==================== design 1
design_1/layer_met2.png
Bar = 20 um.
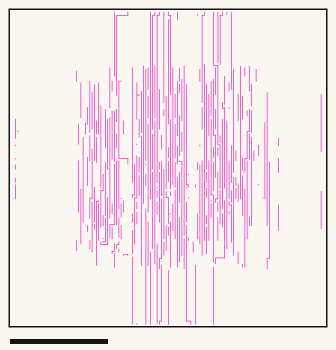

`src/rtl/program_sequencer.sv`:
```
// program_sequencer: program counter with jumps, stalls and an optional 4-entry return stack.
// Define CALL_STACK_EN to build the call/ret stack; otherwise call and ret are ignored.
module program_sequencer (
    input  logic       clk,
    input  logic       sync_reset,
    input  logic       jmp,
    input  logic       jmp_nz,
    input  logic [3:0] jmp_addr,
    input  logic       dont_jmp,
    input  logic       call,
    input  logic       ret,
    input  logic       hold,
    output logic [7:0] pm_addr,
    output logic [7:0] pc,
    output logic [7:0] from_PS,
    output logic       jump_flag,
    output logic       stack_full,
    output logic       stack_empty,
    output logic       stack_err
);
    logic [7:0] target, pc_inc, top;
    logic       take_jmp, take_call, take_ret;
    assign target   = {jmp_addr, 4'h0};
    assign pc_inc   = pc + 8'd1;
    assign take_jmp = !hold && (jmp || (jmp_nz && !dont_jmp));
`ifdef CALL_STACK_EN
    logic [7:0] stack [4];
    logic [2:0] sp;
    logic       sel_ret;
    assign stack_empty = sp == 3'd0;
    assign stack_full  = sp == 3'd4;
    assign take_call   = !hold && !take_jmp && call;
    assign sel_ret     = !hold && !take_jmp && !call && ret;
    assign take_ret    = sel_ret && !stack_empty;
    assign top         = stack[sp[1:0] - 2'd1];
    // Storage is not reset: clearing sp alone makes old entries unreachable.
    always_ff @(posedge clk)
        if (!sync_reset && take_call && !stack_full) stack[sp[1:0]] <= pc_inc;
    always_ff @(posedge clk) begin
        if (sync_reset) begin
            sp        <= 3'd0;
            stack_err <= 1'b0;
        end else begin
            if (take_call && !stack_full) sp <= sp + 3'd1;
            else if (take_ret) sp <= sp - 3'd1;
            stack_err <= stack_err || (take_call && stack_full) || (sel_ret && stack_empty);
        end
    end
`else
    wire unused_stack_inputs = &{1'b0, call, ret};
    assign stack_empty = 1'b1;
    assign stack_full  = 1'b0;
    assign stack_err   = 1'b0;
    assign take_call   = 1'b0;
    assign take_ret    = 1'b0;
    assign top         = 8'h00;
`endif
    always_comb
        pm_addr = sync_reset ? 8'h00 :
                  hold ? pc :
                  (take_jmp || take_call) ? target :
                  take_ret ? top : pc_inc;
    always_ff @(posedge clk) begin
        if (sync_reset) begin
            pc        <= 8'h00;
            jump_flag <= 1'b0;
        end else begin
            pc        <= pm_addr;
            jump_flag <= take_jmp || take_call || take_ret;
        end
    end
    assign from_PS = pc;
endmodule

```
`config.mk`:
```
export PLATFORM = sky130hd
export DESIGN_NAME = program_sequencer
export DESIGN_NICKNAME = d
export VERILOG_FILES = /design/src/rtl/program_sequencer.sv
export SDC_FILE = /design/constraint.sdc
export NUM_CORES = 1
export LEC_CHECK = 0
export CORE_MARGIN = 10
export CORE_UTILIZATION = 32
export CTS_CLUSTER_DIAMETER = 40
export DETAILED_ROUTE_END_ITERATION = 6
export MAX_ROUTING_LAYER = met4
export PLACE_DENSITY = 0.7
export SKIP_LAST_GASP = 1
export SLEW_MARGIN = 30
export SYNTH_ARGS = -nofsm -noshare
export SYNTH_HDL_FRONTEND = slang
export SYNTH_SLANG_ARGS = --single-unit
```
`constraint.sdc`:
```
create_clock -name clk -period 1.4 [get_ports clk]
set_input_delay 0.14 -clock clk [delete_from_list [all_inputs] [get_ports clk]]
set_output_delay 0.14 -clock clk [all_outputs]
set_load 0.01 [all_outputs]
```
==================== design 2
`src/rtl/rot_align_pkg.sv`:
```
// rot_align_pkg: shared types, sync constant and 8-bit rotate helpers for the rotation aligner.
package rot_align_pkg;
  typedef enum logic [1:0] {HUNT, VERIFY, LOCKED} state_e;
  typedef enum logic {ROT_L, ROT_R} rot_dir_e;
  localparam logic [7:0] SYNC_DEFAULT = 8'hA5;
  function automatic logic [7:0] rotl8(input logic [7:0] d, input logic [2:0] amt);
    logic [15:0] t;
    t = {d, d} << amt;
    return t[15:8];
  endfunction
  function automatic logic [7:0] rotr8(input logic [7:0] d, input logic [2:0] amt);
    logic [15:0] t;
    t = {d, d} >> amt;
    return t[7:0];
  endfunction
endpackage

```
`src/rtl/rot8_unit.sv`:
```
// rot8_unit: combinational 8-bit rotator, left or right by amt.
module rot8_unit
  import rot_align_pkg::*;
(
  input  logic [7:0] data,
  input  logic [2:0] amt,
  input  rot_dir_e   dir,
  output logic [7:0] rot
);
  assign rot = (dir == ROT_L) ? rotl8(data, amt) : rotr8(data, amt);
endmodule

```
`src/rtl/rot_align_detector.sv`:
```
// rot_align_detector: finds the fixed right-rotation of a framed stream via its sync word,
// locks with hysteresis and emits realigned words.
module rot_align_detector
  import rot_align_pkg::*;
#(
  parameter logic [7:0] SYNC_WORD   = SYNC_DEFAULT,
  parameter int         FRAME_LEN   = 4,
  parameter int         LOCK_HITS   = 2,
  parameter int         LOSS_MISSES = 2
) (
  input  logic       clk,
  input  logic       rst_n,
  input  logic       in_valid,
  input  logic [7:0] in_data,
  output logic       out_valid,
  output logic [7:0] out_data,
  output logic       out_sof,
  output logic       locked,
  output logic [2:0] lock_amt,
  output logic       lock_lost
);
  localparam int PW = $clog2(FRAME_LEN);
  localparam int HW = $clog2(LOCK_HITS + 1);
  localparam int MW = $clog2(LOSS_MISSES + 1);
  state_e        state_q, state_d;
  logic [PW-1:0] pos_q, pos_d;
  logic [HW-1:0] hits_q, hits_d;
  logic [MW-1:0] miss_q, miss_d;
  logic [2:0]    cand_q, cand_d, hit_amt;
  logic          hit_any, slot, cand_match, sof_d, emit;
  logic [7:0]    realigned;
  always_comb begin
    hit_any = 1'b0;
    hit_amt = '0;
    for (int k = 0; k < 8; k++)
      if (in_data == rotr8(SYNC_WORD, 3'(k))) begin
        hit_any = 1'b1;
        hit_amt = 3'(k);
      end
  end
  assign slot       = pos_q == PW'(FRAME_LEN - 1);
  assign cand_match = in_data == rotr8(SYNC_WORD, cand_q);
  always_comb begin
    state_d = state_q;
    pos_d   = pos_q;
    hits_d  = hits_q;
    miss_d  = miss_q;
    cand_d  = cand_q;
    sof_d   = 1'b0;
    if (in_valid)
      case (state_q)
        HUNT:
          if (hit_any) begin
            cand_d  = hit_amt;
            pos_d   = '0;
            hits_d  = HW'(1);
            miss_d  = '0;
            state_d = (LOCK_HITS == 1) ? LOCKED : VERIFY;
            sof_d   = LOCK_HITS == 1;
          end
        VERIFY:
          if (!slot) pos_d = pos_q + PW'(1);
          else if (cand_match) begin
            pos_d  = '0;
            hits_d = hits_q + HW'(1);
            if (hits_d == HW'(LOCK_HITS)) begin
              state_d = LOCKED;
              miss_d  = '0;
              sof_d   = 1'b1;
            end
          end else state_d = HUNT;
        default:
          if (!slot) pos_d = pos_q + PW'(1);
          else begin
            pos_d  = '0;
            miss_d = cand_match ? '0 : miss_q + MW'(1);
            sof_d  = cand_match;
            // Below the loss threshold a missed slot is still passed through as data.
            if (miss_d == MW'(LOSS_MISSES)) state_d = HUNT;
          end
      endcase
  end
  assign emit   = in_valid && state_d == LOCKED;
  assign locked = state_q == LOCKED;
  rot8_unit u_rot (
    .data(in_data),
    .amt (cand_d),
    .dir (ROT_L),
    .rot (realigned)
  );
  always_ff @(posedge clk or negedge rst_n)
    if (!rst_n) begin
      state_q   <= HUNT;
      pos_q     <= '0;
      hits_q    <= '0;
      miss_q    <= '0;
      cand_q    <= '0;
      out_valid <= 1'b0;
      out_sof   <= 1'b0;
      out_data  <= '0;
      lock_amt  <= '0;
      lock_lost <= 1'b0;
    end else begin
      state_q   <= state_d;
      pos_q     <= pos_d;
      hits_q    <= hits_d;
      miss_q    <= miss_d;
      cand_q    <= cand_d;
      out_valid <= emit;
      out_sof   <= emit && sof_d;
      lock_lost <= in_valid && state_q == LOCKED && state_d == HUNT;
      if (emit) out_data <= realigned;
      if (emit && state_q != LOCKED) lock_amt <= cand_d;
    end
endmodule

```
`config.mk`:
```
export PLATFORM = sky130hd
export DESIGN_NAME = rot_align_detector
export DESIGN_NICKNAME = d
export VERILOG_FILES = /design/src/rtl/rot_align_pkg.sv /design/src/rtl/rot8_unit.sv /design/src/rtl/rot_align_detector.sv
export SDC_FILE = /design/constraint.sdc
export NUM_CORES = 1
export LEC_CHECK = 0
export ABC_AREA = 1
export CORE_MARGIN = 5
export CORE_UTILIZATION = 50
export DETAILED_ROUTE_END_ITERATION = 8
export PLACE_DENSITY = 0.79
export SETUP_SLACK_MARGIN = 0.3
export SKIP_LAST_GASP = 1
export SLEW_MARGIN = 20
export SYNTH_ARGS = -nofsm -noshare
export SYNTH_HDL_FRONTEND = slang
export SYNTH_SLANG_ARGS = --single-unit
export TNS_END_PERCENT = 5
```
`constraint.sdc`:
```
create_clock -name clk -period 3 [get_ports clk]
set_clock_uncertainty 0.05 [all_clocks]
set_input_delay 0.3 -clock clk [delete_from_list [all_inputs] [get_ports clk]]
set_output_delay 0.3 -clock clk [all_outputs]
set_load 0.02 [all_outputs]
```
design_2/wires.png
Bar = 20 um. Two of the layers only.
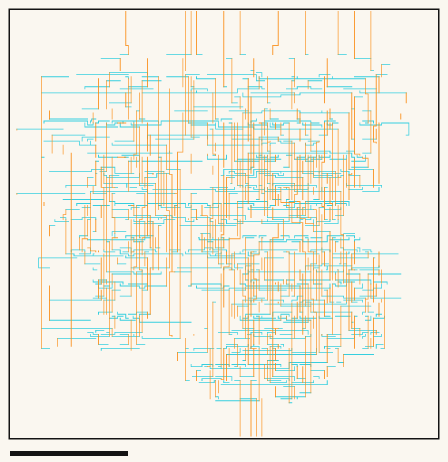
| color | layer | wire length |
|---|---|---|
| cyan | metal 1 | 2,040 um |
| orange | metal 2 | 2,190 um |

==> run notes, design 2 <==
fresh numbers from the pnr run: clock share of power=0.117, Reg area=626 um2, MUX area fraction=0.00580, Main synth FF type=dfrtp_1, Final Core Density=0.626, CP Depth=17, Top area cell types=dfrtp_1 32%, nand2_1 21%, nand3_1 18%, final hold violations=0, hold_buf cts=0, Num Clock Sinks=25, H-tree depth=1, worst hold slack=0.331 ns, antenna cells=0, Top Usage Layer GRT=met2, Syn Nets=325, layout cell share with drive strength beyond 1=0.0947, tool warnings=30, Fill cells=349, CTS tree=yes, max reg flops=8, largest area contributor in the netlist=dfrtp_1, Setup Buffers After CTS=0, worst vdd ir=0.000554 V, First DRT Iteration DRCs=176, clk root buf=clkbuf_8, kind of cell adding the most delay to the critical path=simple AND/OR/NAND/NOR gates, Final HPWL DP=3.59 mm, largest net degree at the start of global routing=26, Seq share, synth=0.322, later-pin clock latency in the skew report=0.27 ns, yosys cell count=307, Int Pwr=983 uW, crit path time final=2.49 ns, total power=1770 uW, Sw Share=0.445, commonest cells in the netlist=109 x nand2_1, 69 x nand3_1, 28 x nor2_1, synth-to-layout area growth=19.9%, RSZ-0062 raised after global routing=no, Routed wire per std cell=11.7 um, Biggest register=out_data, Layout Nets=357, synthesized area per cell=6.32 um2, status=complete, no violations, Crit path required time=3.11 ns
design 2: routing by layer:
layer / routed length (um) / vias up
met5: 0 / -
met4: 44 / 0
met3: 249 / 6
met2: 2190 / 42
met1: 2040 / 896
li1: - / 1052
design 2: final timing paths:
kind / from / end / slack, ns
min in group clk: out_data[4] / out_data[4] / 0.43
worst min register to register: out_data[4] / out_data[4] / 0.43
worst max-delay path: cand_q[0] / out_data[1] / 0.51
worst min-delay path: rst_n / state_q[1] / 0.33
worst max register to register: cand_q[0] / out_data[1] / 0.51
max in group asynchronous: rst_n / state_q[0] / 2.33
design 2: power groups by stage:
| stage | clock network (uW) | registers, uW | logic, uW |
|---|---|---|---|
| after floorplan | 0 | 638 | 587 |
| after global placement | 0 | 555 | 977 |
| after detailed placement | 0 | 557 | 992 |
| after CTS | 213 | 550 | 1000 |
| after global routing | 225 | 570 | 1140 |
| final | 207 | 549 | 1010 |
design 2: layout make-up:
class,instances,share of cell area
Timing Repair Buffer,30,0.129
Sequential cell,25,0.269
Multi-Input combinational cell,246,0.501
Tap cell,48,0.0258
Clock buffer,3,0.0178
Inverter,33,0.0533
Clock inverter,1,0.00377
design_1/power_grid.png
Bar = 20 um. Pins as bars on the die edge.
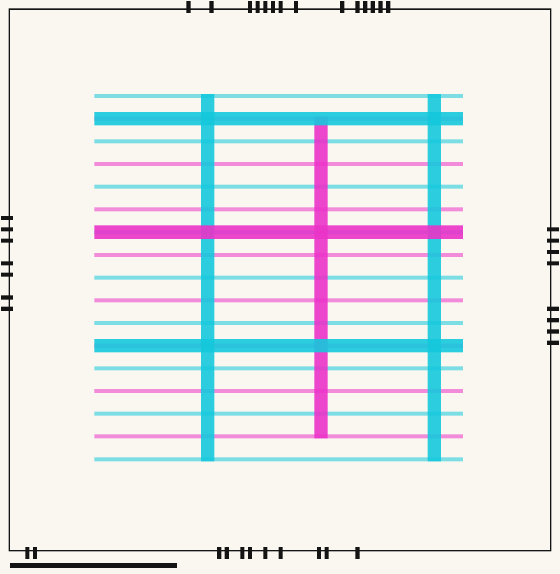
| color | net |
|---|---|
| cyan | VSS |
| magenta | VDD |
signal pins: 40
met1 rails: 17
met4 straps: 3
rows: 16
met5 straps: 3

About design_1/layer_met2.png:
nets with wire on the layer: 166
main direction: vertical
share of all routed wire: 55%
longest straight run: 38.2 um
wire length on this layer: 2,080 um

==> run notes, design 1 <==
fresh numbers from the pnr run: antenna cells=0, worst vdd ir=0.000536 V, Num Clock Sinks=9, number of max-cap violations=0, final setup margin=-0.616 ns, worst-case reg-to-reg path depth=12, worst hold slack=0.371 ns, most frequent cell after synthesis=a21oi_1, io pins=40, min-delay src=hold, pwr dens=519 nW/um2, CTS Buf Count=3, crit path time final=2.02 ns, initial antenna violation count=0, final hold violations=0, Worst Path Arrival=1.88 ns, Crit path required time=1.26 ns, Main synth FF type=dfxtp_1, status=finished with violations, Seq share, synth=0.282, failing checks=setup timing, Clock Path Buffers=2, via count=1,002, R2R setup slack=-0.49 ns, Final Non-Filler Cells=191, Fmax=496 MHz, yosys stat area=639 um2, synth-to-layout area growth=145%, Die Y=64.7 um, Final setup viols=15, area share, top type=0.282, clock share of power=0.276, GR Util met1=0.144
## design 1: critical path: stages (launching register included)
cell and delay, ns:
dfxtp_4 0.36, ha_4 0.16, nand3_4 0.06, or2_4 0.24, or4_4 0.45, a31oi_4 0.19
buf_6 0.12
## design 1: kinds of logic after synthesis
kind of cell	count (synthesis)	share of synthesized area
AND/OR/NAND/NOR	32	0.299
AND-OR/OR-AND	22	0.200
buffers and inverters	16	0.159
flip-flops	9	0.282
other	2	0.0117
adder cells (fa/ha/maj)	1	0.0196
XOR/XNOR	1	0.0137
multiplexers	1	0.0157
## design 1: power groups by stage
stage,Sequential [uW],Clock [uW],Combinational (uW)
6_report,272,224,315
4_1_cts,271,211,266
3_5_place_dp,277,0,230
3_3_place_gp,277,0,225
2_1_floorplan,288,0,95.7
5_1_grt,274,236,333
## design 1: final cells by class
type / count / area (um2) / share of cell area
timing repair buffer: 90 / 756 / 0.483
tap: 27 / 33.8 / 0.0216
sequential: 9 / 189 / 0.121
multi-input combinational: 60 / 556 / 0.355
inverter: 1 / 3.75 / 0.00240
clock buffer: 4 / 26.3 / 0.0168
## design 1: flip-flops by register name, indices dropped and copies added (netlist names)
| name | flops |
|---|---|
| from_PS | 8 |
| jump_flag | 1 |

==> gallery <==
The clock network.
shot_01.png
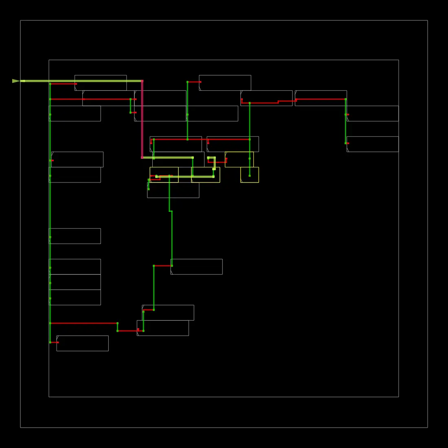
shot_02.png
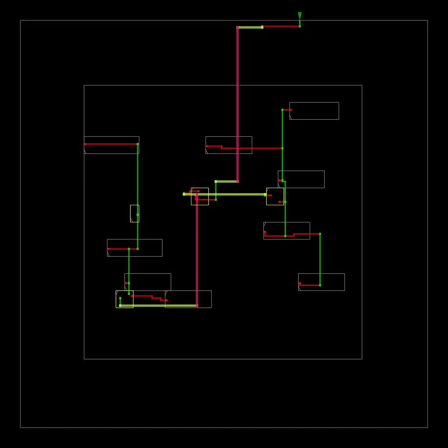
shot_02.png -> design 1
shot_01.png -> design 2



==> notes/layouts.md <==
Pictures saved along the way, in no particular order.

Metal 3.
Plate I
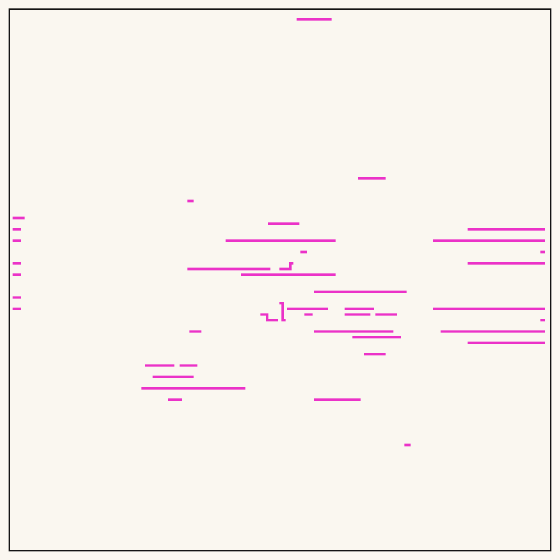
Plate II
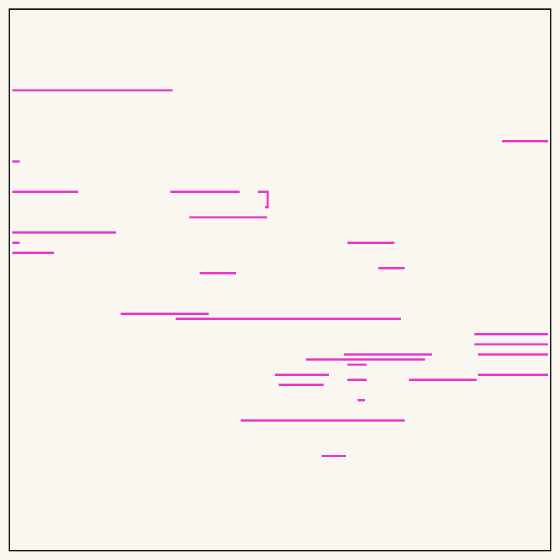
Plate I is design 1.
Plate II is design 2.

Key to Plate II:
wire length on this layer: 249 um
longest straight run: 29.9 um
nets with wire on the layer: 25

No activity file was given, so power comes from the tool's default toggle rates.
